=== ball_collision_engine_flat ===
**ball_collision_engine_flat: routed clock nets over the placement**

Scale bar: 50 µm.
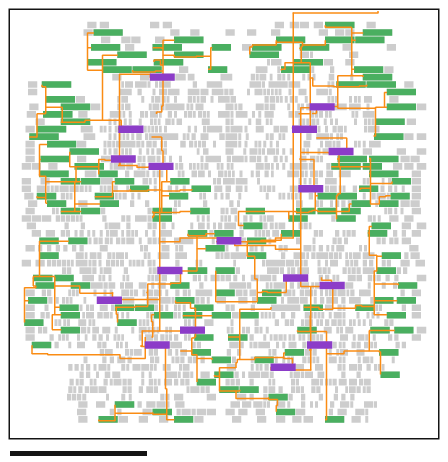

--- src/rtl/ball_collision_engine_if.sv ---
// ball_collision_engine_if: request/result bundle between the frame-tick
// scheduler (master) and the ball collision engine (slave).
//   start                 : begin one ball update
//   ball_x/ball_y         : current ball position, unsigned
//   ball_dir_x/ball_dir_y : current velocity, signed two's complement
//   player_x/player_y     : packed player positions, player i at [i*COORD_W +: COORD_W]
//   busy/done             : update in flight / one-cycle completion pulse
//   new_ball_*            : next position and velocity
//   hit_mask              : bit i set when player i overlapped the ball
interface ball_collision_engine_if #(
    parameter int unsigned COORD_W     = 11,
    parameter int unsigned NUM_PLAYERS = 2
);
    logic                           start;
    logic [COORD_W-1:0]             ball_x;
    logic [COORD_W-1:0]             ball_y;
    logic [COORD_W-1:0]             ball_dir_x;
    logic [COORD_W-1:0]             ball_dir_y;
    logic [NUM_PLAYERS*COORD_W-1:0] player_x;
    logic [NUM_PLAYERS*COORD_W-1:0] player_y;
    logic                           busy;
    logic                           done;
    logic [COORD_W-1:0]             new_ball_x;
    logic [COORD_W-1:0]             new_ball_y;
    logic [COORD_W-1:0]             new_ball_dir_x;
    logic [COORD_W-1:0]             new_ball_dir_y;
    logic [NUM_PLAYERS-1:0]         hit_mask;

    modport master (
        output start, ball_x, ball_y, ball_dir_x, ball_dir_y, player_x, player_y,
        input  busy, done, new_ball_x, new_ball_y, new_ball_dir_x, new_ball_dir_y, hit_mask
    );

    modport slave (
        input  start, ball_x, ball_y, ball_dir_x, ball_dir_y, player_x, player_y,
        output busy, done, new_ball_x, new_ball_y, new_ball_dir_x, new_ball_dir_y, hit_mask
    );
endinterface

--- src/rtl/ball_collision_engine.sv ---
// ball_collision_engine: sequential ball update. On start it latches the ball
// and all player positions, scans players one per cycle reflecting off the
// first overlapping one, reflects off the field walls, clamps the moved ball
// into the field and reports the result with a one-cycle done pulse.
// Ports: clk, rst (synchronous, active high), bus (ball_collision_engine_if.slave).
// Optional feature: define BALL_SPEEDUP_EN to grow a player-reflected velocity
// component by 1 (saturating at MAX_SPEED).
module ball_collision_engine #(
    parameter int unsigned COORD_W     = 11,
    parameter int unsigned NUM_PLAYERS = 2,
    parameter int unsigned RADIUS      = 16,
    parameter int unsigned FIELD_W     = 640,
    parameter int unsigned FIELD_H     = 480,
    parameter int unsigned MAX_SPEED   = 15
) (
    input  logic                   clk,
    input  logic                   rst,
    ball_collision_engine_if.slave bus
);
    localparam int unsigned EW    = COORD_W + 2;
    localparam int unsigned IDX_W = (NUM_PLAYERS > 1) ? $clog2(NUM_PLAYERS) : 1;
    localparam logic signed [EW-1:0]  LO   = EW'(RADIUS);
    localparam logic signed [EW-1:0]  HI_X = EW'(FIELD_W - 1 - RADIUS);
    localparam logic signed [EW-1:0]  HI_Y = EW'(FIELD_H - 1 - RADIUS);
    localparam logic [IDX_W-1:0]      LAST = IDX_W'(NUM_PLAYERS - 1);
`ifdef BALL_SPEEDUP_EN
    localparam logic signed [COORD_W-1:0] SPEED_CAP = COORD_W'(MAX_SPEED);
`endif

    // Elaboration-time sanity check of the configuration
    if (NUM_PLAYERS < 1 || MAX_SPEED >= (1 << (COORD_W - 1))) begin : g_bad_cfg
        $error("ball_collision_engine: unsupported parameter set");
    end

    typedef enum logic [2:0] {IDLE, SCAN, WALL, MOVE, DONE} state_t;

    state_t                     state, state_n;
    logic [IDX_W-1:0]           idx, idx_n;
    logic                       hit, hit_n;
    logic [NUM_PLAYERS-1:0]     mask, mask_n;
    logic [COORD_W-1:0]         bx, bx_n, by, by_n;
    logic signed [COORD_W-1:0]  dx, dx_n, dy, dy_n;
    logic [COORD_W-1:0]         px_q [NUM_PLAYERS];
    logic [COORD_W-1:0]         py_q [NUM_PLAYERS];
    logic                       busy, busy_n, done, done_n;
    logic [COORD_W-1:0]         res_x, res_x_n, res_y, res_y_n;
    logic [COORD_W-1:0]         res_dx, res_dx_n, res_dy, res_dy_n;
    logic [NUM_PLAYERS-1:0]     res_mask, res_mask_n;

    logic [COORD_W-1:0]         cur_px, cur_py;
    logic signed [EW-1:0]       diff_x, diff_y, ax, ay, sum_x, sum_y;
    logic                       overlap;

    function automatic logic signed [COORD_W-1:0] mag_of(input logic signed [COORD_W-1:0] v);
        return v[COORD_W-1] ? -v : v;
    endfunction

    // Magnitude given to a component after a player reflection
    function automatic logic signed [COORD_W-1:0] hit_mag(input logic signed [COORD_W-1:0] v);
`ifdef BALL_SPEEDUP_EN
        logic signed [COORD_W-1:0] m;
        m = mag_of(v);
        return (m >= SPEED_CAP) ? SPEED_CAP : m + COORD_W'(1);
`else
        return mag_of(v);
`endif
    endfunction

    function automatic logic [COORD_W-1:0] clamp(input logic signed [EW-1:0] s,
                                                input logic signed [EW-1:0] hi);
        if (s < LO) return COORD_W'(LO);
        if (s > hi) return COORD_W'(hi);
        return COORD_W'(s);
    endfunction

    // Distances to the scanned player and moved position, all at EW bits signed
    assign cur_px  = px_q[idx];
    assign cur_py  = py_q[idx];
    assign diff_x  = $signed({2'b00, bx}) - $signed({2'b00, cur_px});
    assign diff_y  = $signed({2'b00, by}) - $signed({2'b00, cur_py});
    assign ax      = diff_x[EW-1] ? -diff_x : diff_x;
    assign ay      = diff_y[EW-1] ? -diff_y : diff_y;
    assign overlap = (ax < LO) && (ay < LO);
    assign sum_x   = $signed({2'b00, bx}) + EW'(dx);
    assign sum_y   = $signed({2'b00, by}) + EW'(dy);

    // Next-state and next-register logic
    always_comb begin
        state_n    = state;
        idx_n      = idx;
        hit_n      = hit;
        mask_n     = mask;
        bx_n       = bx;
        by_n       = by;
        dx_n       = dx;
        dy_n       = dy;
        busy_n     = 1'b1;
        done_n     = 1'b0;
        res_x_n    = res_x;
        res_y_n    = res_y;
        res_dx_n   = res_dx;
        res_dy_n   = res_dy;
        res_mask_n = res_mask;
        case (state)
            IDLE: begin
                busy_n = bus.start;
                if (bus.start) begin
                    state_n = SCAN;
                    idx_n   = '0;
                    hit_n   = 1'b0;
                    mask_n  = '0;
                    bx_n    = bus.ball_x;
                    by_n    = bus.ball_y;
                    dx_n    = bus.ball_dir_x;
                    dy_n    = bus.ball_dir_y;
                end
            end
            SCAN: begin
                if (overlap) begin
                    mask_n[idx] = 1'b1;
                    // Only the first overlapping player steers the ball
                    if (!hit) begin
                        hit_n = 1'b1;
                        if (ax >= ay) dx_n = (bx >= cur_px) ? hit_mag(dx) : -hit_mag(dx);
                        else          dy_n = (by >= cur_py) ? hit_mag(dy) : -hit_mag(dy);
                    end
                end
                if (idx == LAST) state_n = WALL;
                else             idx_n   = idx + IDX_W'(1);
            end
            WALL: begin
                if (sum_x < LO)        dx_n = mag_of(dx);
                else if (sum_x > HI_X) dx_n = -mag_of(dx);
                if (sum_y < LO)        dy_n = mag_of(dy);
                else if (sum_y > HI_Y) dy_n = -mag_of(dy);
                state_n = MOVE;
            end
            MOVE: begin
                bx_n    = clamp(sum_x, HI_X);
                by_n    = clamp(sum_y, HI_Y);
                state_n = DONE;
            end
            DONE: begin
                res_x_n    = bx;
                res_y_n    = by;
                res_dx_n   = dx;
                res_dy_n   = dy;
                res_mask_n = mask;
                done_n     = 1'b1;
                state_n    = IDLE;
            end
            default: state_n = IDLE;
        endcase
    end

    // State and result registers
    always_ff @(posedge clk) begin
        if (rst) begin
            state    <= IDLE;
            idx      <= '0;
            hit      <= 1'b0;
            mask     <= '0;
            bx       <= '0;
            by       <= '0;
            dx       <= '0;
            dy       <= '0;
            busy     <= 1'b0;
            done     <= 1'b0;
            res_x    <= '0;
            res_y    <= '0;
            res_dx   <= '0;
            res_dy   <= '0;
            res_mask <= '0;
        end else begin
            state    <= state_n;
            idx      <= idx_n;
            hit      <= hit_n;
            mask     <= mask_n;
            bx       <= bx_n;
            by       <= by_n;
            dx       <= dx_n;
            dy       <= dy_n;
            busy     <= busy_n;
            done     <= done_n;
            res_x    <= res_x_n;
            res_y    <= res_y_n;
            res_dx   <= res_dx_n;
            res_dy   <= res_dy_n;
            res_mask <= res_mask_n;
        end
    end

    // Player snapshot taken when an update is accepted
    always_ff @(posedge clk) begin
        if (state == IDLE && bus.start) begin
            for (int i = 0; i < int'(NUM_PLAYERS); i++) begin
                px_q[i] <= bus.player_x[i*COORD_W +: COORD_W];
                py_q[i] <= bus.player_y[i*COORD_W +: COORD_W];
            end
        end
    end

    assign bus.busy           = busy;
    assign bus.done           = done;
    assign bus.new_ball_x     = res_x;
    assign bus.new_ball_y     = res_y;
    assign bus.new_ball_dir_x = res_dx;
    assign bus.new_ball_dir_y = res_dy;
    assign bus.hit_mask       = res_mask;
endmodule

--- src/flat_wrapper.sv ---
// flat-port wrapper written by rule: the top's interface ports become plain ports
module ball_collision_engine_flat 
#(
    parameter int unsigned COORD_W     = 11,
    parameter int unsigned NUM_PLAYERS = 2,
    parameter int unsigned RADIUS      = 16,
    parameter int unsigned FIELD_W     = 640,
    parameter int unsigned FIELD_H     = 480,
    parameter int unsigned MAX_SPEED   = 15
)
  (clk, rst, bus_start, bus_ball_x, bus_ball_y, bus_ball_dir_x, bus_ball_dir_y, bus_player_x, bus_player_y, bus_busy, bus_done, bus_new_ball_x, bus_new_ball_y, bus_new_ball_dir_x, bus_new_ball_dir_y, bus_hit_mask);
  ball_collision_engine_if #(.COORD_W(COORD_W), .NUM_PLAYERS(NUM_PLAYERS)) bus_i ();
  input  logic clk;
  input  logic rst;
  input wire logic [$bits(bus_i.start)-1:0] bus_start;
  input wire logic [$bits(bus_i.ball_x)-1:0] bus_ball_x;
  input wire logic [$bits(bus_i.ball_y)-1:0] bus_ball_y;
  input wire logic [$bits(bus_i.ball_dir_x)-1:0] bus_ball_dir_x;
  input wire logic [$bits(bus_i.ball_dir_y)-1:0] bus_ball_dir_y;
  input wire logic [$bits(bus_i.player_x)-1:0] bus_player_x;
  input wire logic [$bits(bus_i.player_y)-1:0] bus_player_y;
  output wire logic [$bits(bus_i.busy)-1:0] bus_busy;
  output wire logic [$bits(bus_i.done)-1:0] bus_done;
  output wire logic [$bits(bus_i.new_ball_x)-1:0] bus_new_ball_x;
  output wire logic [$bits(bus_i.new_ball_y)-1:0] bus_new_ball_y;
  output wire logic [$bits(bus_i.new_ball_dir_x)-1:0] bus_new_ball_dir_x;
  output wire logic [$bits(bus_i.new_ball_dir_y)-1:0] bus_new_ball_dir_y;
  output wire logic [$bits(bus_i.hit_mask)-1:0] bus_hit_mask;
  assign bus_i.start = bus_start;
  assign bus_i.ball_x = bus_ball_x;
  assign bus_i.ball_y = bus_ball_y;
  assign bus_i.ball_dir_x = bus_ball_dir_x;
  assign bus_i.ball_dir_y = bus_ball_dir_y;
  assign bus_i.player_x = bus_player_x;
  assign bus_i.player_y = bus_player_y;
  assign bus_busy = bus_i.busy;
  assign bus_done = bus_i.done;
  assign bus_new_ball_x = bus_i.new_ball_x;
  assign bus_new_ball_y = bus_i.new_ball_y;
  assign bus_new_ball_dir_x = bus_i.new_ball_dir_x;
  assign bus_new_ball_dir_y = bus_i.new_ball_dir_y;
  assign bus_hit_mask = bus_i.hit_mask;
  ball_collision_engine #(.COORD_W(COORD_W), .NUM_PLAYERS(NUM_PLAYERS), .RADIUS(RADIUS), .FIELD_W(FIELD_W), .FIELD_H(FIELD_H), .MAX_SPEED(MAX_SPEED)) u_core (.clk(clk), .rst(rst), .bus(bus_i));
endmodule
--- config.mk ---
export PLATFORM = sky130hd
export DESIGN_NAME = ball_collision_engine_flat
export DESIGN_NICKNAME = d
export VERILOG_FILES = /design/src/rtl/ball_collision_engine_if.sv /design/src/rtl/ball_collision_engine.sv /design/src/flat_wrapper.sv
export SDC_FILE = /design/constraint.sdc
export NUM_CORES = 1
export LEC_CHECK = 0
export ABC_AREA = 1
export CORE_MARGIN = 4
export CORE_UTILIZATION = 45
export DETAILED_ROUTE_END_ITERATION = 8
export PLACE_DENSITY = 0.68
export SLEW_MARGIN = 10
export SYNTH_ARGS = -nofsm -noshare
export SYNTH_HDL_FRONTEND = slang
export SYNTH_SLANG_ARGS = --single-unit
--- constraint.sdc ---
create_clock -name clk -period 5 [get_ports clk]
set_input_delay 0.75 -clock clk [delete_from_list [all_inputs] [get_ports clk]]
set_output_delay 0.75 -clock clk [all_outputs]
set_load 0.02 [all_outputs]
=== lfsr_prng ===
File: config.mk
export PLATFORM = sky130hd
export DESIGN_NAME = lfsr_prng
export DESIGN_NICKNAME = d
export VERILOG_FILES = /design/src/rtl/lfsr_pkg.sv /design/src/rtl/lfsr_advance.sv /design/src/rtl/lfsr_prng.sv
export SDC_FILE = /design/constraint.sdc
export NUM_CORES = 1
export LEC_CHECK = 0
export ABC_AREA = 1
export CORE_MARGIN = 3
export CORE_UTILIZATION = 49
export CTS_BUF_LIST = sky130_fd_sc_hd__clkbuf_16
export DETAILED_ROUTE_END_ITERATION = 12
export GPL_TIMING_DRIVEN = 0
export PLACE_DENSITY_LB_ADDON = 0.15
export RECOVER_POWER = 25
export SLEW_MARGIN = 20
export SYNTH_ARGS = -nofsm -noshare
export SYNTH_HDL_FRONTEND = slang
export SYNTH_HIERARCHICAL = 1
export SYNTH_SLANG_ARGS = --single-unit
File: constraint.sdc
create_clock -name clk -period 2.9 [get_ports clk]
set_input_delay 0.435 -clock clk [delete_from_list [all_inputs] [get_ports clk]]
set_output_delay 0.435 -clock clk [all_outputs]
set_load 0.02 [all_outputs]
File: src/rtl/lfsr_pkg.sv
// -----------------------------------------------------------------------------
// lfsr_pkg
// Shared definitions for the stream LFSR generator (lfsr_prng).
//   - lfsr_state_e   : sequencing states (warm-up discard / streaming)
//   - LFSR_TAP_*     : named Fibonacci tap masks, bit p-1 set => tap at position p
//   - lfsr_shift1()  : one Fibonacci shift of a right-aligned state vector
// -----------------------------------------------------------------------------
package lfsr_pkg;

    // Widest LFSR the shift helper handles; states are right-aligned in it.
    localparam int LFSR_MAX_W = 64;

    typedef enum logic [0:0] {
        LFSR_WARM = 1'b0,
        LFSR_RUN  = 1'b1
    } lfsr_state_e;

    // Taps 32,22,2,1: the legacy DES test-vector polynomial.
    localparam logic [31:0] LFSR_TAP_DES32 = 32'h8020_0003;
    // Taps 8,6,5,4.
    localparam logic [7:0]  LFSR_TAP_8     = 8'hB8;
    // Taps 16,14,13,11.
    localparam logic [15:0] LFSR_TAP_16    = 16'hB400;
    // Taps 64,63,61,60.
    localparam logic [63:0] LFSR_TAP_64    = 64'hD800_0000_0000_0000;

    // Position p (1..w) of the state lives in vector bit w-p, so position 1
    // is the MSB. The feedback bit enters at position 1 and everything else
    // moves one position towards w. Bits at or above w must be zero.
    function automatic logic [LFSR_MAX_W-1:0] lfsr_shift1(
        input logic [LFSR_MAX_W-1:0] q,
        input logic [LFSR_MAX_W-1:0] mask,
        input int                    w
    );
        logic                  fb;
        logic [LFSR_MAX_W-1:0] nxt;
        fb = 1'b0;
        for (int p = 1; p <= LFSR_MAX_W; p++) begin
            if ((p <= w) && mask[p-1]) begin
                fb = fb ^ q[w-p];
            end
        end
        nxt      = q >> 1;
        nxt[w-1] = fb;
        return nxt;
    endfunction

endpackage

File: src/rtl/lfsr_advance.sv
// -----------------------------------------------------------------------------
// lfsr_advance
// Purely combinational: applies STEPS chained Fibonacci shifts to a state.
// Parameters: WIDTH (state length), TAP_MASK (bit p-1 => tap at position p),
//             STEPS (shifts per advance, 1..WIDTH).
// Ports:
//   i_q  in  WIDTH  current state
//   o_q  out WIDTH  state after STEPS shifts
// -----------------------------------------------------------------------------
module lfsr_advance
    import lfsr_pkg::*;
#(
    parameter int                WIDTH    = 32,
    parameter logic [WIDTH-1:0]  TAP_MASK = WIDTH'(LFSR_TAP_DES32),
    parameter int                STEPS    = 1
) (
    input  logic [WIDTH-1:0] i_q,
    output logic [WIDTH-1:0] o_q
);

    localparam logic [LFSR_MAX_W-1:0] MASK_EXT = LFSR_MAX_W'(TAP_MASK);

    logic [LFSR_MAX_W-1:0] w_acc;

    always_comb begin
        w_acc = '0;
        w_acc[WIDTH-1:0] = i_q;
        for (int s = 0; s < STEPS; s++) begin
            w_acc = lfsr_shift1(w_acc, MASK_EXT, WIDTH);
        end
        o_q = w_acc[WIDTH-1:0];
    end

endmodule

File: src/rtl/lfsr_prng.sv
// -----------------------------------------------------------------------------
// lfsr_prng
// Stream-output Fibonacci LFSR generator with ready/valid handshake,
// run-time reseeding, warm-up discard and an accepted-word counter.
//
// Optional feature macro: LFSR_LOCKUP_FIX_EN
//   defined   - a zero seed loads 1 instead and sets the sticky lockup flag
//   undefined - zero seeds load as-is, lockup tied low
//
// Parameters: WIDTH, TAP_MASK, STEPS, WARMUP (0..255), CNT_W
// Ports:
//   clk        in   1      clock, posedge
//   rst        in   1      synchronous active-low reset (acts as a load)
//   seed       in   WIDTH  seed sampled on reset and on seed_load
//   seed_load  in   1      reseed request
//   out_ready  in   1      consumer ready
//   out_valid  out  1      out_data holds a fresh word
//   out_data   out  WIDTH  current LFSR state
//   word_cnt   out  CNT_W  accepted words since last load (wraps)
//   lockup     out  1      sticky: a zero seed was replaced
// -----------------------------------------------------------------------------
module lfsr_prng
    import lfsr_pkg::*;
#(
    parameter int                WIDTH    = 32,
    parameter logic [WIDTH-1:0]  TAP_MASK = WIDTH'(LFSR_TAP_DES32),
    parameter int                STEPS    = 1,
    parameter int                WARMUP   = 0,
    parameter int                CNT_W    = 32
) (
    input  logic             clk,
    input  logic             rst,
    input  logic [WIDTH-1:0] seed,
    input  logic             seed_load,
    input  logic             out_ready,
    output logic             out_valid,
    output logic [WIDTH-1:0] out_data,
    output logic [CNT_W-1:0] word_cnt,
    output logic             lockup
);

    // state | meaning
    // WARM  | discarding WARMUP advances after a load, out_valid low
    // RUN   | streaming, one advance per accepted word
    localparam logic [0:0] ST_WARM = LFSR_WARM;
    localparam logic [0:0] ST_RUN  = LFSR_RUN;

    localparam logic [7:0] WARM_INIT = 8'(WARMUP);
    localparam logic [0:0] ST_LOAD   = (WARMUP > 0) ? ST_WARM : ST_RUN;

    logic [WIDTH-1:0] r_q;
    logic [0:0]       r_state;
    logic [7:0]       r_warm;
    logic [CNT_W-1:0] r_cnt;

    logic [WIDTH-1:0] w_adv;
    logic [WIDTH-1:0] w_load_val;
    logic             w_load;
    logic             w_accept;

    lfsr_advance #(
        .WIDTH    (WIDTH),
        .TAP_MASK (TAP_MASK),
        .STEPS    (STEPS)
    ) u_advance (
        .i_q (r_q),
        .o_q (w_adv)
    );

    // Reset is just a load that also clears the sticky flag.
    assign w_load   = !rst || seed_load;
    assign w_accept = (r_state == ST_RUN) && out_ready;

`ifdef LFSR_LOCKUP_FIX_EN
    logic w_seed_zero;
    logic r_lockup;

    assign w_seed_zero = (seed == '0);
    // An all-zero Fibonacci state never leaves zero; substitute q[WIDTH]=1.
    assign w_load_val  = w_seed_zero ? WIDTH'(1) : seed;

    always_ff @(posedge clk) begin
        if (!rst) begin
            r_lockup <= w_seed_zero;
        end else if (seed_load && w_seed_zero) begin
            r_lockup <= 1'b1;
        end
    end

    assign lockup = r_lockup;
`else
    assign w_load_val = seed;
    assign lockup     = 1'b0;
`endif

    always_ff @(posedge clk) begin
        if (w_load) begin
            // A same-cycle accept has already been seen by the consumer;
            // the load simply wins for the internal state.
            r_q     <= w_load_val;
            r_cnt   <= '0;
            r_warm  <= WARM_INIT;
            r_state <= ST_LOAD;
        end else begin
            case (r_state)
                ST_WARM: begin
                    r_q    <= w_adv;
                    r_warm <= r_warm - 8'd1;
                    if (r_warm == 8'd1) begin
                        r_state <= ST_RUN;
                    end
                end
                default: begin
                    if (w_accept) begin
                        r_q   <= w_adv;
                        r_cnt <= r_cnt + CNT_W'(1);
                    end
                end
            endcase
        end
    end

    assign out_valid = (r_state == ST_RUN);
    assign out_data  = r_q;
    assign word_cnt  = r_cnt;

endmodule
=== cmp_track ===
### config.mk
export PLATFORM = sky130hd
export DESIGN_NAME = cmp_track
export DESIGN_NICKNAME = d
export VERILOG_FILES = /design/src/rtl/cmp_track_pkg.sv /design/src/rtl/cmp_sign_mag.sv /design/src/rtl/cmp_track.sv
export SDC_FILE = /design/constraint.sdc
export NUM_CORES = 1
export LEC_CHECK = 0
export ABC_AREA = 1
export CELL_PAD_IN_SITES_DETAIL_PLACEMENT = 0
export CELL_PAD_IN_SITES_GLOBAL_PLACEMENT = 1
export CORE_MARGIN = 2
export CORE_UTILIZATION = 37
export CTS_CLUSTER_DIAMETER = 150
export DETAILED_ROUTE_END_ITERATION = 6
export PLACE_DENSITY = 0.79
export SLEW_MARGIN = 20
export SYNTH_ARGS = -nofsm -noshare
export SYNTH_HDL_FRONTEND = slang
export SYNTH_SLANG_ARGS = --single-unit
### constraint.sdc
create_clock -name clk -period 2 [get_ports clk]
set_input_delay 0.5 -clock clk [delete_from_list [all_inputs] [get_ports clk]]
set_output_delay 0.5 -clock clk [all_outputs]
set_load 0.02 [all_outputs]
### src/rtl/cmp_track_pkg.sv
`default_nettype none
// ============================================================================
// Module   : cmp_track_pkg
// Purpose  : Shared encodings and the mode-aware ordering helper for cmp_track.
// Revision : 1.0 - initial release
// ============================================================================
package cmp_track_pkg;

    localparam logic MODE_UNSIGNED = 1'b0;
    localparam logic MODE_SIGNED   = 1'b1;

    localparam logic [1:0] CMP_GT = 2'd0;
    localparam logic [1:0] CMP_LT = 2'd1;
    localparam logic [1:0] CMP_EQ = 2'd2;

    // Callers extend their WIDTH-bit operands to this width in the matching mode.
    localparam int CMP_MAX_W = 64;

    function automatic logic cmp_less(input logic [CMP_MAX_W-1:0] a,
                                      input logic [CMP_MAX_W-1:0] b,
                                      input logic                 signed_mode);
        if (signed_mode == MODE_SIGNED)
            cmp_less = ($signed(a) < $signed(b));
        else
            cmp_less = (a < b);
    endfunction

endpackage
`default_nettype wire

### src/rtl/cmp_sign_mag.sv
`default_nettype none
// ============================================================================
// Module   : cmp_sign_mag
// Purpose  : Combinational sign/magnitude split of one operand for display.
// Revision : 1.0 - initial release
// ============================================================================
module cmp_sign_mag
    import cmp_track_pkg::*;
#(
    parameter int WIDTH = 4
) (
    input  logic [WIDTH-1:0] value,
    input  logic             mode_signed,
    output logic             neg,
    output logic [WIDTH-1:0] mag
);

    // The most negative value negates to itself, which reads correctly as unsigned.
    assign neg = (mode_signed == MODE_SIGNED) & value[WIDTH-1];
    assign mag = neg ? (~value + WIDTH'(1)) : value;

endmodule
`default_nettype wire

### src/rtl/cmp_track.sv
`default_nettype none
// ============================================================================
// Module   : cmp_track
// Purpose  : Two-stage signed/unsigned comparator with running min/max of A
//            and saturating GT/LT/EQ outcome counters.
// Revision : 1.0 - initial release
// ============================================================================
module cmp_track
    import cmp_track_pkg::*;
#(
    parameter int WIDTH = 4,
    parameter int CNT_W = 8
) (
    input  logic             clk,
    input  logic             rst_n,
    input  logic             mode_signed,
    input  logic             load,
    input  logic             clr,
    input  logic [WIDTH-1:0] a_in,
    input  logic [WIDTH-1:0] b_in,
    output logic             valid,
    output logic             a_gt_b,
    output logic             a_lt_b,
    output logic             a_eq_b,
    output logic             a_neg,
    output logic             b_neg,
    output logic [WIDTH-1:0] a_mag,
    output logic [WIDTH-1:0] b_mag,
    output logic [WIDTH-1:0] min_a,
    output logic [WIDTH-1:0] max_a,
    output logic             stats_valid,
    output logic [CNT_W-1:0] gt_cnt,
    output logic [CNT_W-1:0] lt_cnt,
    output logic [CNT_W-1:0] eq_cnt
);

    localparam logic [CNT_W-1:0] c_cnt_max = '1;
    localparam logic [CNT_W-1:0] c_cnt_one = CNT_W'(1);

    logic             r_load_q;
    logic             r_s1_vld;
    logic [WIDTH-1:0] r_s1_a;
    logic [WIDTH-1:0] r_s1_b;
    logic             r_s1_mode;
    logic             r_prev_mode;

    logic             w_load_edge;
    logic             w_lt;
    logic             w_eq;
    logic [1:0]       w_outcome;
    logic             w_restart;
    logic             w_new_min;
    logic             w_new_max;
    logic             w_a_neg;
    logic             w_b_neg;
    logic [WIDTH-1:0] w_a_mag;
    logic [WIDTH-1:0] w_b_mag;

    function automatic logic [CMP_MAX_W-1:0] f_ext(input logic [WIDTH-1:0] v,
                                                   input logic             s);
        f_ext = (s == MODE_SIGNED) ? CMP_MAX_W'($signed(v)) : CMP_MAX_W'(v);
    endfunction

    function automatic logic [CNT_W-1:0] f_sat_inc(input logic [CNT_W-1:0] c);
        f_sat_inc = (c == c_cnt_max) ? c : c + c_cnt_one;
    endfunction

    assign w_load_edge = load & ~r_load_q;

    assign w_lt = cmp_less(f_ext(r_s1_a, r_s1_mode), f_ext(r_s1_b, r_s1_mode), r_s1_mode);
    assign w_eq = (r_s1_a == r_s1_b);

    always_comb begin
        w_outcome = CMP_GT;
        if (w_eq)
            w_outcome = CMP_EQ;
        else if (w_lt)
            w_outcome = CMP_LT;
    end

    // A clear in the same cycle as a result makes that result the first of a new set.
    assign w_restart = clr | ~stats_valid | (r_s1_mode != r_prev_mode);
    assign w_new_min = cmp_less(f_ext(r_s1_a, r_s1_mode), f_ext(min_a, r_s1_mode), r_s1_mode);
    assign w_new_max = cmp_less(f_ext(max_a, r_s1_mode), f_ext(r_s1_a, r_s1_mode), r_s1_mode);

    cmp_sign_mag #(.WIDTH(WIDTH)) u_sm_a (
        .value       (r_s1_a),
        .mode_signed (r_s1_mode),
        .neg         (w_a_neg),
        .mag         (w_a_mag)
    );

    cmp_sign_mag #(.WIDTH(WIDTH)) u_sm_b (
        .value       (r_s1_b),
        .mode_signed (r_s1_mode),
        .neg         (w_b_neg),
        .mag         (w_b_mag)
    );

    always_ff @(posedge clk) begin
        if (!rst_n) begin
            r_load_q    <= 1'b1;
            r_s1_vld    <= 1'b0;
            r_s1_a      <= '0;
            r_s1_b      <= '0;
            r_s1_mode   <= MODE_UNSIGNED;
            r_prev_mode <= MODE_UNSIGNED;
            valid       <= 1'b0;
            a_gt_b      <= 1'b0;
            a_lt_b      <= 1'b0;
            a_eq_b      <= 1'b0;
            a_neg       <= 1'b0;
            b_neg       <= 1'b0;
            a_mag       <= '0;
            b_mag       <= '0;
            min_a       <= '0;
            max_a       <= '0;
            stats_valid <= 1'b0;
            gt_cnt      <= '0;
            lt_cnt      <= '0;
            eq_cnt      <= '0;
        end else begin
            r_load_q <= load;
            r_s1_vld <= w_load_edge;
            valid    <= r_s1_vld;
            if (w_load_edge) begin
                r_s1_a    <= a_in;
                r_s1_b    <= b_in;
                r_s1_mode <= mode_signed;
            end
            if (r_s1_vld) begin
                a_gt_b      <= (w_outcome == CMP_GT);
                a_lt_b      <= (w_outcome == CMP_LT);
                a_eq_b      <= (w_outcome == CMP_EQ);
                a_neg       <= w_a_neg;
                b_neg       <= w_b_neg;
                a_mag       <= w_a_mag;
                b_mag       <= w_b_mag;
                r_prev_mode <= r_s1_mode;
                stats_valid <= 1'b1;
                if (w_restart) begin
                    min_a  <= r_s1_a;
                    max_a  <= r_s1_a;
                    gt_cnt <= (w_outcome == CMP_GT) ? c_cnt_one : '0;
                    lt_cnt <= (w_outcome == CMP_LT) ? c_cnt_one : '0;
                    eq_cnt <= (w_outcome == CMP_EQ) ? c_cnt_one : '0;
                end else begin
                    if (w_new_min) min_a <= r_s1_a;
                    if (w_new_max) max_a <= r_s1_a;
                    if (w_outcome == CMP_GT) gt_cnt <= f_sat_inc(gt_cnt);
                    if (w_outcome == CMP_LT) lt_cnt <= f_sat_inc(lt_cnt);
                    if (w_outcome == CMP_EQ) eq_cnt <= f_sat_inc(eq_cnt);
                end
            end else if (clr) begin
                min_a       <= '0;
                max_a       <= '0;
                stats_valid <= 1'b0;
                gt_cnt      <= '0;
                lt_cnt      <= '0;
                eq_cnt      <= '0;
            end
        end
    end

endmodule
`default_nettype wire

**ball_collision_engine_flat: placed cells, one color a class**

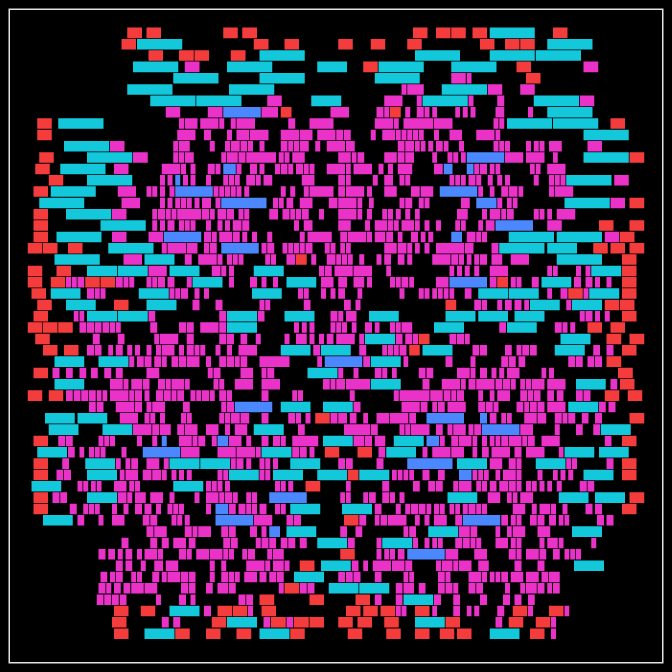
other buffers and delay cells -> red  # cells 146, share of their area 12%
flip-flops -> cyan  # cells 144, share of their area 28%
clock drivers and dummy loads -> blue  # cells 32, share of their area 4.9%
all other logic -> magenta  # cells 1190, share of their area 54%
register share of the cell area: 0.2750
core outline area: 21760 µm²
Core Util, Final: 0.5554

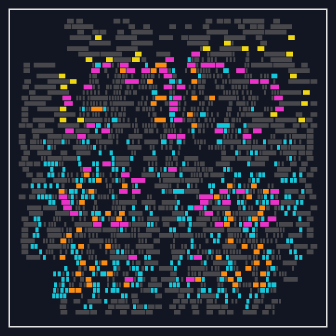
**Above:** ball_collision_engine_flat (gate families picked out).
multiplexers -> yellow  # cells 22
inverting AOI/OAI gates -> cyan  # cells 307
XOR/XNOR gates -> orange  # cells 68
adder and majority cells -> magenta  # cells 68
non-filler instance count after layout: 1792
Comb area share: 0.4811
Top cell excl fill/tap: nand2_1

## Picture notes: 'routed clock nets over the placement' of ball_collision_engine_flat
flip-flops -> green  # count 144
clock wires -> orange  # length 2130 µm
cells driving clock nets -> purple  # count 17
flops lie = all over the die
routed clock nets = 18
clock network latency to the later pin of the worst-skew pair: 0.43 ns
clock network power: 0.00128 W

==> run summary, ball_collision_engine_flat <==
Implementation summary

The number of violations reported at the end of detailed-routing iteration 0 is between 500 and 600. The critical path class is reg2reg. The clock sink count is 144. The synthesis-stage register bit count is approximately 140. The internal power component is 0.003005 W. The cell-mix breakdown from Yosys lists the XOR/XNOR area share as 0.06308. The run finished with clean final reports.

The worst clock skew is 0.008812 ns. Dividing total power by cell area gives a power density of 434.6 nW/µm². From the final report, the count of setup violators was given as 0. Buffers inserted to repair hold after CTS numbered 0. TritonCTS built the clock tree. The floorplan step records an initial core utilization of 0.4558.

The pre-CTS worst setup slack is approximately 0.33 ns. The cell depth of the worst flop-to-flop path is 26. For reference, the top logic cell family by area is simple AND/OR/NAND/NOR gates. The power report attributes to the clock group a share of 0.244. The routed design has about 27 mm of wire.
## ball_collision_engine_flat: per-layer routing
| metal | part of all wire | GRT usage | vias to the layer above |
|---|---|---|---|
| met5 | 0 | 0 | - |
| met4 | 0.026 | 0.07975 | 0 |
| met3 | 0.042 | 0.03346 | 45 |
| met2 | 0.46 | 0.3563 | 206 |
| met1 | 0.47 | 0.2835 | 4281 |
| li1 | - | - | 4825 |
## ball_collision_engine_flat: worst paths after layout
path	from	endpoint
max	register	u_core.dx[4]$_SDFFE_PP0P_
min	u_core.mask[0]$_SDFFE_PP0P_	u_core.mask[0]$_SDFFE_PP0P_
max reg2reg	register	u_core.dx[4]$_SDFFE_PP0P_
min reg2reg	u_core.mask[0]$_SDFFE_PP0P_	u_core.mask[0]$_SDFFE_PP0P_
## ball_collision_engine_flat: through the flow
step	hold WS [ns]	utilization	instance area (µm²)
4_1_cts	0.4733	0.5547	12070
6_report	0.4661	0.5554	12080
3_3_place_gp	0.4557	0.5280	11490
5_1_grt	0.5066	0.5554	12080
2_1_floorplan	0.4286	-	9917
3_5_place_dp	0.4585	0.5280	11490
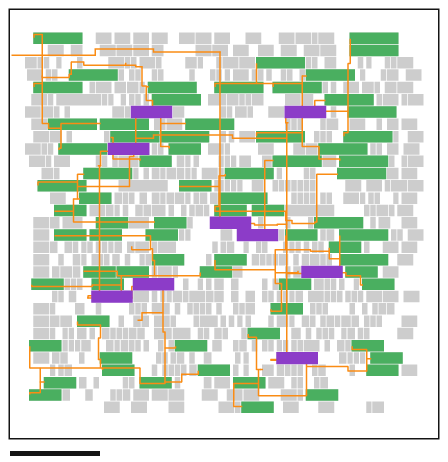
**Above:** lfsr_prng (routed clock nets over the placement).
Scale bar: 20 µm.
clock wires -> orange  # length 972 µm
cells driving clock nets -> purple  # count 9
flip-flops -> green  # count 73
routed clock nets = 10
flops lie = all over the die
clock network power: 0.00116 W
largest clock skew in the final design: 0.007186 ns
clock network latency to the later pin of the worst-skew pair: 0.33 ns
power share of the clock group: 0.435

==> run summary, lfsr_prng <==
Implementation summary

The flow ran to the end, and the final reports show no timing, DRC or antenna violations. After detailed routing, the number of vias per cell comes to about 4.8. The CTS tree is yes. 0 antenna diodes ended up in the layout.

In this run the power spent charging and discharging nets is 0.0006139 W. The max-cap check violation count is 0. The routing usage on met1 is 0.2669. The report puts the hold buffer count at CTS at 0. The highest layer touched by signal routing is met4. According to the timing report, the arrival time at the worst endpoint equals ~2.6 ns. The number of nets in the synthesized netlist is roughly 560. The met2 wire length is roughly 4.3 mm. The leakage component of the power was reported as between 2 and 2.5 nW. The number of global-route vias before repair is between 3000 and 4000. Derived from the worst setup path, the maximum achievable clock frequency is about 0.4 GHz. The standard-cell row count is 31.

The yosys stat cell total is about 520. The power report lists cell-internal power as roughly 0.0021 W. Sequential power for this build is 0.00116 W. After the flow finishes, the layout carries non-filler instances totaling 739. Post-CTS timing repair inserted 0 buffers for setup.

The sequential cells in the finished layout cover a total of around 1800 µm². The most frequently used library cell after synthesis is nand2_1. The complex-gate fraction of the synthesized area is 0.04517. The accumulated negative setup slack is 0 ns. In this run, synthesis produced a sequential element count of approximately 73. Once routing completed, OpenROAD measured the worst setup slack at roughly 0.4 ns. Per the log, the first TritonRoute iteration ended with a DRC count of between 100 and 150. The total met3 wirelength after detailed routing is roughly 560 µm. The average instance area after synthesis is about 7.4 µm². The cell taking the most area after synthesis is edfxtp_1. The largest fanout on the critical path is 23. The switching portion of total power comes to 0.2295. The share of the Yosys chip area taken by registers is 0.4628. Routing resource usage on met2 recorded by global route was 0.3382. The routed metal-1 wire length is 3.949 mm. The first element of the critical path is rst.

The power in combinational cells is 0.000353 W. The final layout contains routed wiring with a total length of around 9.0 mm. The path with the worst hold slack has its endpoint at r_warm[2]$_SDFFE_PN0N_.
lfsr_prng: cell usage in the layout (no fill, tap or decap), types with 2 or more instances in the layout:
cell type,n
nor2_2,6
a21oi_1,16
edfxtp_1,32
dfxtp_1,41
xor2_1,3
o21a_1,2
nand2_1,182
nor2_4,3
nor2_1,66
nand3_2,4
dlygate4sd3_1,27
clkbuf_16,9
o21ai_0,11
clkinv_2,3
o21ai_1,2
nor3_1,8
bufinv_16,2
nand4_1,9
ha_1,3
clkbuf_1,9
inv_1,57
buf_4,32
nand3_1,22
clkdlybuf4s50_1,73
lfsr_prng: area by class of cell:
class / count / share of cell area
multi-input cells: 350 / 0.2947
well taps: 99 / 0.02331
plain buffers: 43 / 0.05438
clock buffers: 9 / 0.04237
inverters: 57 / 0.04025
repair buffers: 101 / 0.1935
clock inverters: 7 / 0.01624
flip-flops and latches: 73 / 0.3352
lfsr_prng: critical path, stage by stage:
cell	delay, ns
dlygate4sd3_1	0.52
inv_1	0.04
nor2_1	0.39
clkbuf_1	0.48
nand3_2	0.41
buf_16	0.30
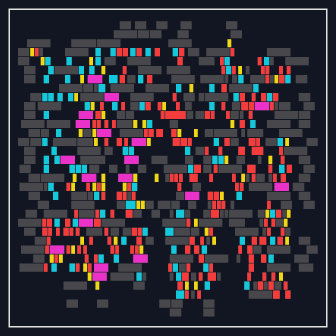
**Above:** cmp_track (gate families picked out).
inverters -> yellow  # cells 56
adder and majority cells -> magenta  # cells 18
NAND gates -> red  # cells 171
inverting AOI/OAI gates -> cyan  # cells 85, where all over the die
Comb area share: 0.3953
non-filler instance count after layout: 646
Top cell excl fill/tap: nand2_1

==> run summary, cmp_track <==
Implementation summary

The iteration count of the initial detailed-routing pass is 4. The cell area that synthesis handed to floorplanning was about 3100 µm². The final routed DRC violation total is 0. Sorting the Yosys area breakdown by cell type puts at the top dfxtp_1. STA puts the critical path data arrival time at 1.41 ns. All stages included, the depth of the critical timing path comes to 1. In this run the tightest slew margin relative to its limit is 0.7321. The highest-utilization routing layer at the global route stage is met2. The final critical delay including setup and external delays is between 1.5 and 2 ns. The path class of the lowest-slack min-delay path is reg2reg.

The sequential group power is 0.00123 W. The run finished with clean final reports. Clock tree synthesis inserted a total of 9 buffers. The share of async-settable or async-resettable flops after synthesis is 0.

Measured on the finished design, the core utilization comes to 0.5115. After synthesis, the netlist uses 33 different library cells. The number of pins exceeding their max-slew limit in the final report is 0.

The worst path buffer plus inverter count is 1. Hold repair after CTS inserted 0 buffers. The final layout net count is 568. The total met3 wirelength after detailed routing is 363 µm. The placed instances occupy a cell area of 4011 µm².

The worst clock skew is between 0.01 and 0.015 ns. Counting cells, the worst reg-to-reg path comes to 10. Post-CTS timing repair inserted 0 buffers for setup.

The global routing usage summed across all routing layers is 0.1941. The final setup violation count is 0. The cell-mix breakdown from Yosys lists the simple-gate area share as 0.3082. The number of global-route vias before repair was 3037. The global placement routability congestion is about 0.83.

In the synthesized netlist the dominant register cell turns out to be dfxtp_1. The standard-cell row count is 33. The clock latency on the worst-skew pair is ~0.34 ns.

The leakage component of the power was reported as around 1.8 nW. In this run, power in combinational logic comes to between 0.0003 and 0.0004 W. The detail route stage leaves a number of antenna-violating nets equal to 0. CTS placed an instance of clkbuf_8 at the clock tree root.

The maximum vdd ir drop is roughly 0.00038 V. By instance count after routing, the leading logic cell types are nand2_1, dfxtp_1, clkdlybuf4s50_1.
-- cmp_track: through the flow --
step,total power [W],std cells,hold slack (ns),worst slack (ns)
after floorplan,0.001477,449,0.4611,0.1208
after global placement,0.001646,631,0.4529,0.01555
after detailed placement,0.001648,631,0.4604,-0.01451
after CTS,0.002575,646,0.4686,0.01231
after global routing,0.002686,646,0.4971,0.01808
final,0.002556,646,0.4600,0.09102
-- cmp_track: path summary, 6_finish.rpt --
path	startpoint	end	slack, ns
worst max-delay path	gt_cnt[2]$_SDFFE_PN0P_	gt_cnt[2]	0.09
worst min-delay path	eq_cnt[4]$_SDFFE_PN0P_	eq_cnt[4]$_SDFFE_PN0P_	0.46
worst max register to register	r_s1_mode$_SDFFE_PN0P_	gt_cnt[4]$_SDFFE_PN0P_	0.18
worst min register to register	eq_cnt[4]$_SDFFE_PN0P_	eq_cnt[4]$_SDFFE_PN0P_	0.46
-- cmp_track: cell type report --
cell class,instances,area (µm²)
Clock inverter,3,15.01
Clock buffer,12,145.1
Tap cell,105,131.4
Timing Repair Buffer,92,843.3
Sequential cell,59,1184
Inverter,56,210.2
Fill cell,867,3994
Multi-Input combinational cell,319,1653

==> screenshots <==
Clock routing.
shot_01.png
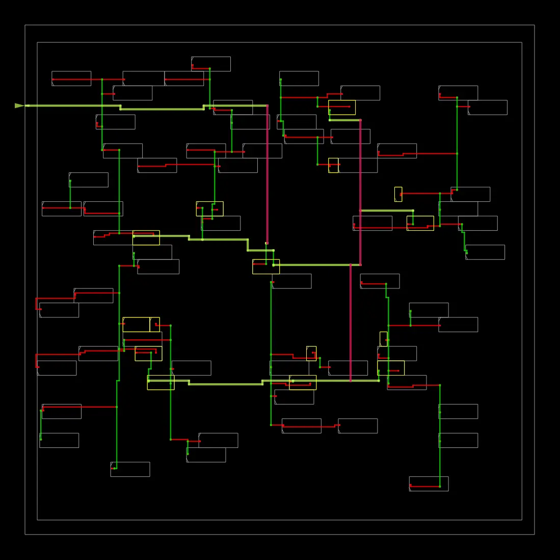
shot_02.png
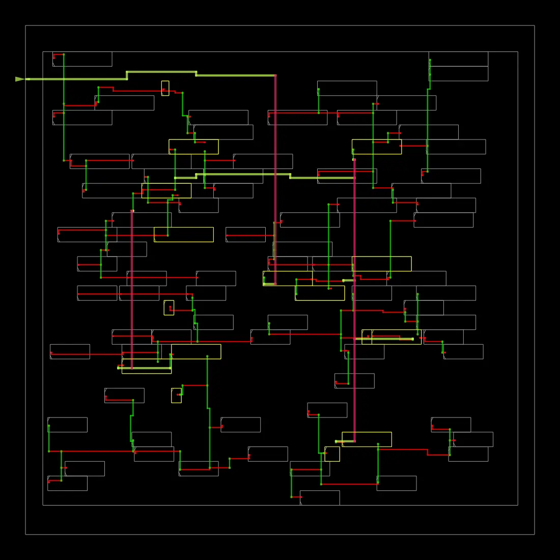
shot_03.png
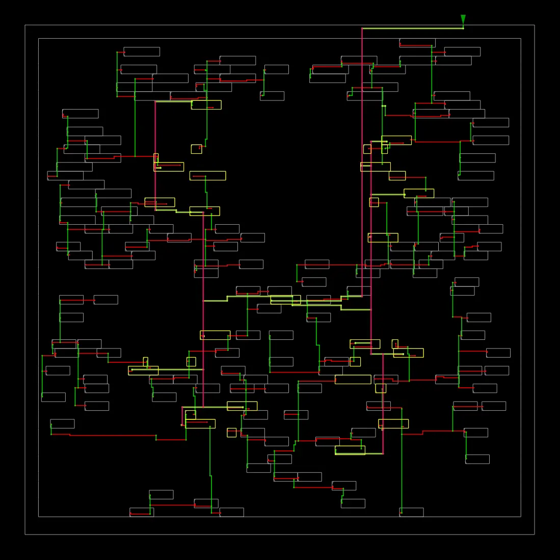
- lfsr_prng = shot_02.png
- ball_collision_engine_flat = shot_03.png
- cmp_track = shot_01.png


=== dmem_arbiter ===
**dmem_arbiter: gate families picked out**

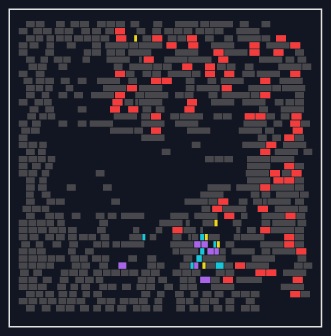
**dmem_arbiter: placed cells, one color a class**

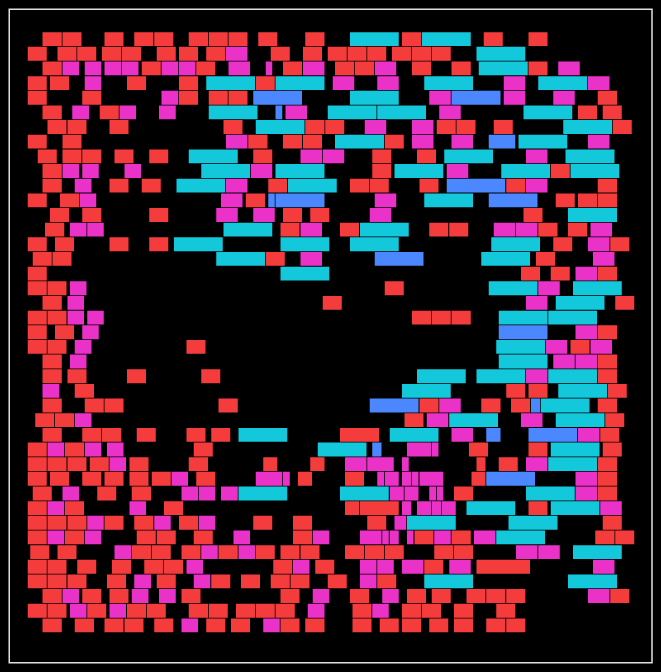
**dmem_arbiter: register map, names as in the netlist**

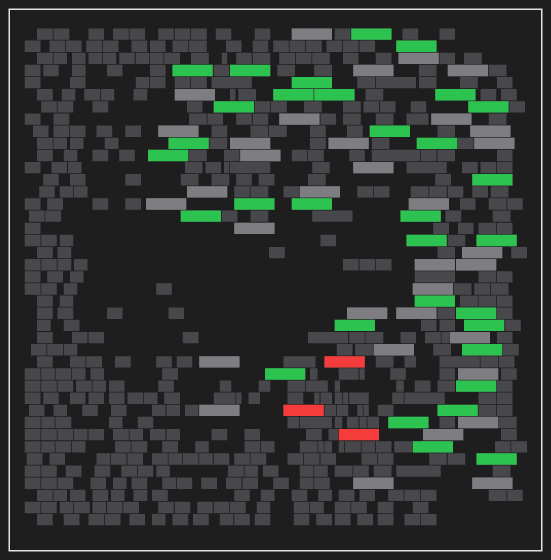
$ cat src/rtl/dmem_arbiter.sv
// Shares the data-memory port between the CPU load/store path and the debug/loader port.
// Optional feature: define DMEM_ARB_LOCK_EN to add dbg_lock (exclusive debug ownership).
module dmem_arbiter #(
  parameter int DATA_WIDTH = 32,
  parameter int ADDR_WIDTH = 32,
  parameter int MAX_BURST  = 4
) (
  input  logic                  clk,
  input  logic                  rst,
  input  logic                  cpu_req,
  input  logic                  cpu_we,
  input  logic [ADDR_WIDTH-1:0] cpu_addr,
  input  logic [DATA_WIDTH-1:0] cpu_wdata,
  output logic                  cpu_gnt,
  output logic                  cpu_rvalid,
  output logic [DATA_WIDTH-1:0] cpu_rdata,
  output logic                  cpu_stall,
  input  logic                  dbg_req,
  input  logic                  dbg_we,
  input  logic [ADDR_WIDTH-1:0] dbg_addr,
  input  logic [DATA_WIDTH-1:0] dbg_wdata,
  output logic                  dbg_gnt,
  output logic                  dbg_rvalid,
  output logic [DATA_WIDTH-1:0] dbg_rdata,
`ifdef DMEM_ARB_LOCK_EN
  input  logic                  dbg_lock,
`endif
  output logic                  mem_en,
  output logic                  mem_we,
  output logic [ADDR_WIDTH-1:0] mem_addr,
  output logic [DATA_WIDTH-1:0] mem_wdata,
  input  logic [DATA_WIDTH-1:0] mem_rdata
);

  localparam int CW = $clog2(MAX_BURST + 1);
  localparam logic [CW-1:0] MAXC = CW'(MAX_BURST);

  typedef enum logic [1:0] {
    S_IDLE = 2'd0,
    S_CPU  = 2'd1,
    S_DBG  = 2'd2
  } state_t;

  state_t                r_state, w_state_nxt;
  logic [CW-1:0]         r_starve, w_starve_nxt;
  logic                  r_pend;
  logic                  r_owner;
  logic [DATA_WIDTH-1:0] r_cpu_rdata, r_dbg_rdata;
  logic                  w_cpu_gnt, w_dbg_gnt;
  logic                  w_dbg_lock, w_lock;

`ifdef DMEM_ARB_LOCK_EN
  assign w_dbg_lock = dbg_lock;
`else
  assign w_dbg_lock = 1'b0;
`endif

  assign w_lock = (r_state == S_DBG) && w_dbg_lock;

  // Grants are gated by rst so outputs stay at reset values while it is held low.
  always_comb begin
    w_cpu_gnt = 1'b0;
    w_dbg_gnt = 1'b0;
    if (rst) begin
      if (w_lock) begin
        w_dbg_gnt = dbg_req;
      end else if (cpu_req && dbg_req) begin
        if (r_starve == MAXC) w_dbg_gnt = 1'b1;
        else                  w_cpu_gnt = 1'b1;
      end else begin
        w_cpu_gnt = cpu_req;
        w_dbg_gnt = dbg_req;
      end
    end
  end

  always_comb begin
    w_state_nxt = S_IDLE;
    if (w_dbg_gnt)      w_state_nxt = S_DBG;
    else if (w_cpu_gnt) w_state_nxt = S_CPU;

    w_starve_nxt = r_starve;
    if (!dbg_req || w_lock || w_dbg_gnt)
      w_starve_nxt = '0;
    else if (w_cpu_gnt && (r_starve != MAXC))
      w_starve_nxt = r_starve + 1'b1;
  end

  always_comb begin
    mem_we    = 1'b0;
    mem_addr  = '0;
    mem_wdata = '0;
    if (w_cpu_gnt) begin
      mem_we    = cpu_we;
      mem_addr  = cpu_addr;
      mem_wdata = cpu_wdata;
    end else if (w_dbg_gnt) begin
      mem_we    = dbg_we;
      mem_addr  = dbg_addr;
      mem_wdata = dbg_wdata;
    end
  end

  assign mem_en    = w_cpu_gnt | w_dbg_gnt;
  assign cpu_gnt   = w_cpu_gnt;
  assign dbg_gnt   = w_dbg_gnt;
  assign cpu_stall = rst & cpu_req & ~w_cpu_gnt;

  assign cpu_rvalid = r_pend & ~r_owner;
  assign dbg_rvalid = r_pend &  r_owner;
  // Owner sees memory data directly in its rvalid cycle; otherwise its last captured word.
  assign cpu_rdata  = cpu_rvalid ? mem_rdata : r_cpu_rdata;
  assign dbg_rdata  = dbg_rvalid ? mem_rdata : r_dbg_rdata;

  always_ff @(posedge clk or negedge rst) begin
    if (!rst) begin
      r_state     <= S_IDLE;
      r_starve    <= '0;
      r_pend      <= 1'b0;
      r_owner     <= 1'b0;
      r_cpu_rdata <= '0;
      r_dbg_rdata <= '0;
    end else begin
      r_state  <= w_state_nxt;
      r_starve <= w_starve_nxt;
      r_pend   <= mem_en & ~mem_we;
      r_owner  <= w_dbg_gnt;
      if (cpu_rvalid) r_cpu_rdata <= mem_rdata;
      if (dbg_rvalid) r_dbg_rdata <= mem_rdata;
    end
  end

endmodule
$ cat config.mk
export PLATFORM = sky130hd
export DESIGN_NAME = dmem_arbiter
export DESIGN_NICKNAME = d
export VERILOG_FILES = /design/src/rtl/dmem_arbiter.sv
export SDC_FILE = /design/constraint.sdc
export NUM_CORES = 1
export LEC_CHECK = 0
export CAP_MARGIN = 30
export CORE_AREA = 3 3 116 118
export CTS_CLUSTER_DIAMETER = 50
export DETAILED_ROUTE_END_ITERATION = 8
export DIE_AREA = 0 0 119 121
export PLACE_DENSITY = 0.7
export SETUP_SLACK_MARGIN = 0.1
export SLEW_MARGIN = 20
export SYNTH_ARGS = -nofsm -noshare
export SYNTH_HDL_FRONTEND = slang
export SYNTH_SLANG_ARGS = --single-unit
$ cat constraint.sdc
create_clock -name clk -period 3.9 [get_ports clk]
set_input_delay 0.78 -clock clk [delete_from_list [all_inputs] [get_ports clk]]
set_output_delay 0.78 -clock clk [all_outputs]
set_load 0.005 [all_outputs]
==> run summary <==
Implementation summary

The flip-flop cell with the highest count after synthesis is dfrtp_1. The power per standard cell area is a little under 400 nW/µm². In this run the power spent charging and discharging nets is 0.0006294 W. The filler cells instantiated in the layout total between 1000 and 1500. The final timing report lists a hold violation count of 0. Per the placement report, the placed cell count is approximately 700. The final max-slew violation count recorded for this run is 0. After clock tree synthesis, the setup repair step added 0 buffers. The final critical delay including setup and external delays is between 3 and 4 ns.

The sequential share of power is 0.343. The standard-cell row count is ~40. The iteration count of the initial detailed-routing pass is 4. Once iteration 0 of detailed routing completed, the report listed approximately 140 DRC markers. The port buffer count is ~300. The group with the largest share of power is combinational cells. The die span in x is approximately 120 µm. The switching portion of total power comes to 0.2402.

The most common logic cells in the final layout are clkdlybuf4s50_1, dfrtp_1, a22o_1. The run finished with clean final reports. The data arrival time at the worst-slack endpoint is around 2.8 ns.
## Picture notes: 'gate families picked out' of dmem_arbiter
inverting AOI/OAI gates -> purple  # cells 7
NAND gates -> cyan  # cells 7
inverters -> yellow  # cells 5
multiplexers -> red  # cells 64
non-filler instance count after layout: 722
Top cell excl fill/tap: clkdlybuf4s50_1
Comb area share: 0.2147

## Picture notes: 'placed cells, one color a class' of dmem_arbiter
other buffers and delay cells -> red  # cells 308, share of their area 47%
all other logic -> magenta  # cells 157, share of their area 22%
flip-flops -> cyan  # cells 69, share of their area 26%
clock drivers and dummy loads -> blue  # cells 16, share of their area 4.4%
core outline area: 12570 µm²
register share of the cell area: 0.2531

## Picture notes: 'register map, names as in the netlist' of dmem_arbiter
r_starve -> red  # sequential cells 3
r_cpu_rdata -> green  # sequential cells 32
not colored = 34
total sequential power: 0.000900 W
Core Util, Final: 0.5429

layer usage:
layer  track usage  up-vias  routed length (µm)
li1              -     1532                   -
met4       0.06445        0                 321
met3       0.07413       15                1203
met2        0.3525      163                7737
met5             0        -                   0
met1        0.2370     1613                6013
synth_stat cells, types with 3 or more instances:
cell,n,area [µm²]
a22o_1,65,569.3
buf_2,13,65.06
buf_4,3,22.52
buf_6,5,56.30
dfrtp_1,69,1727
inv_1,5,18.77
mux2_2,64,720.7
nand2_1,3,11.26
area by class of cell:
cell class	instances	area, µm²	area share
timing repair buffer	308	3103	0.4548
sequential	69	1727	0.2531
multi-input combinational	152	1465	0.2147
clock buffer	12	246.5	0.03613
tap	172	215.2	0.03154
clock inverter	4	47.55	0.006969
inverter	5	18.77	0.002751
kinds of logic (layout without fill, tap and decap cells):
logic type,Yosys count,in the layout,synth area share
compound gates,73,73,0.1883
flops,69,69,0.5167
mux,64,64,0.2156
buf+inv,26,329,0.04867
simple gates,13,13,0.02322
fa+ha+maj,2,2,0.007487
worst max-delay path: stages:
cell             delay (ns)
clkdlybuf4s50_1        0.49
a21boi_2               0.22
nor2_4                 0.15
buf_12                 0.25
a22o_1                 0.29
clkdlybuf4s50_1        0.54

No activity file was given, so power comes from the tool's default toggle rates.
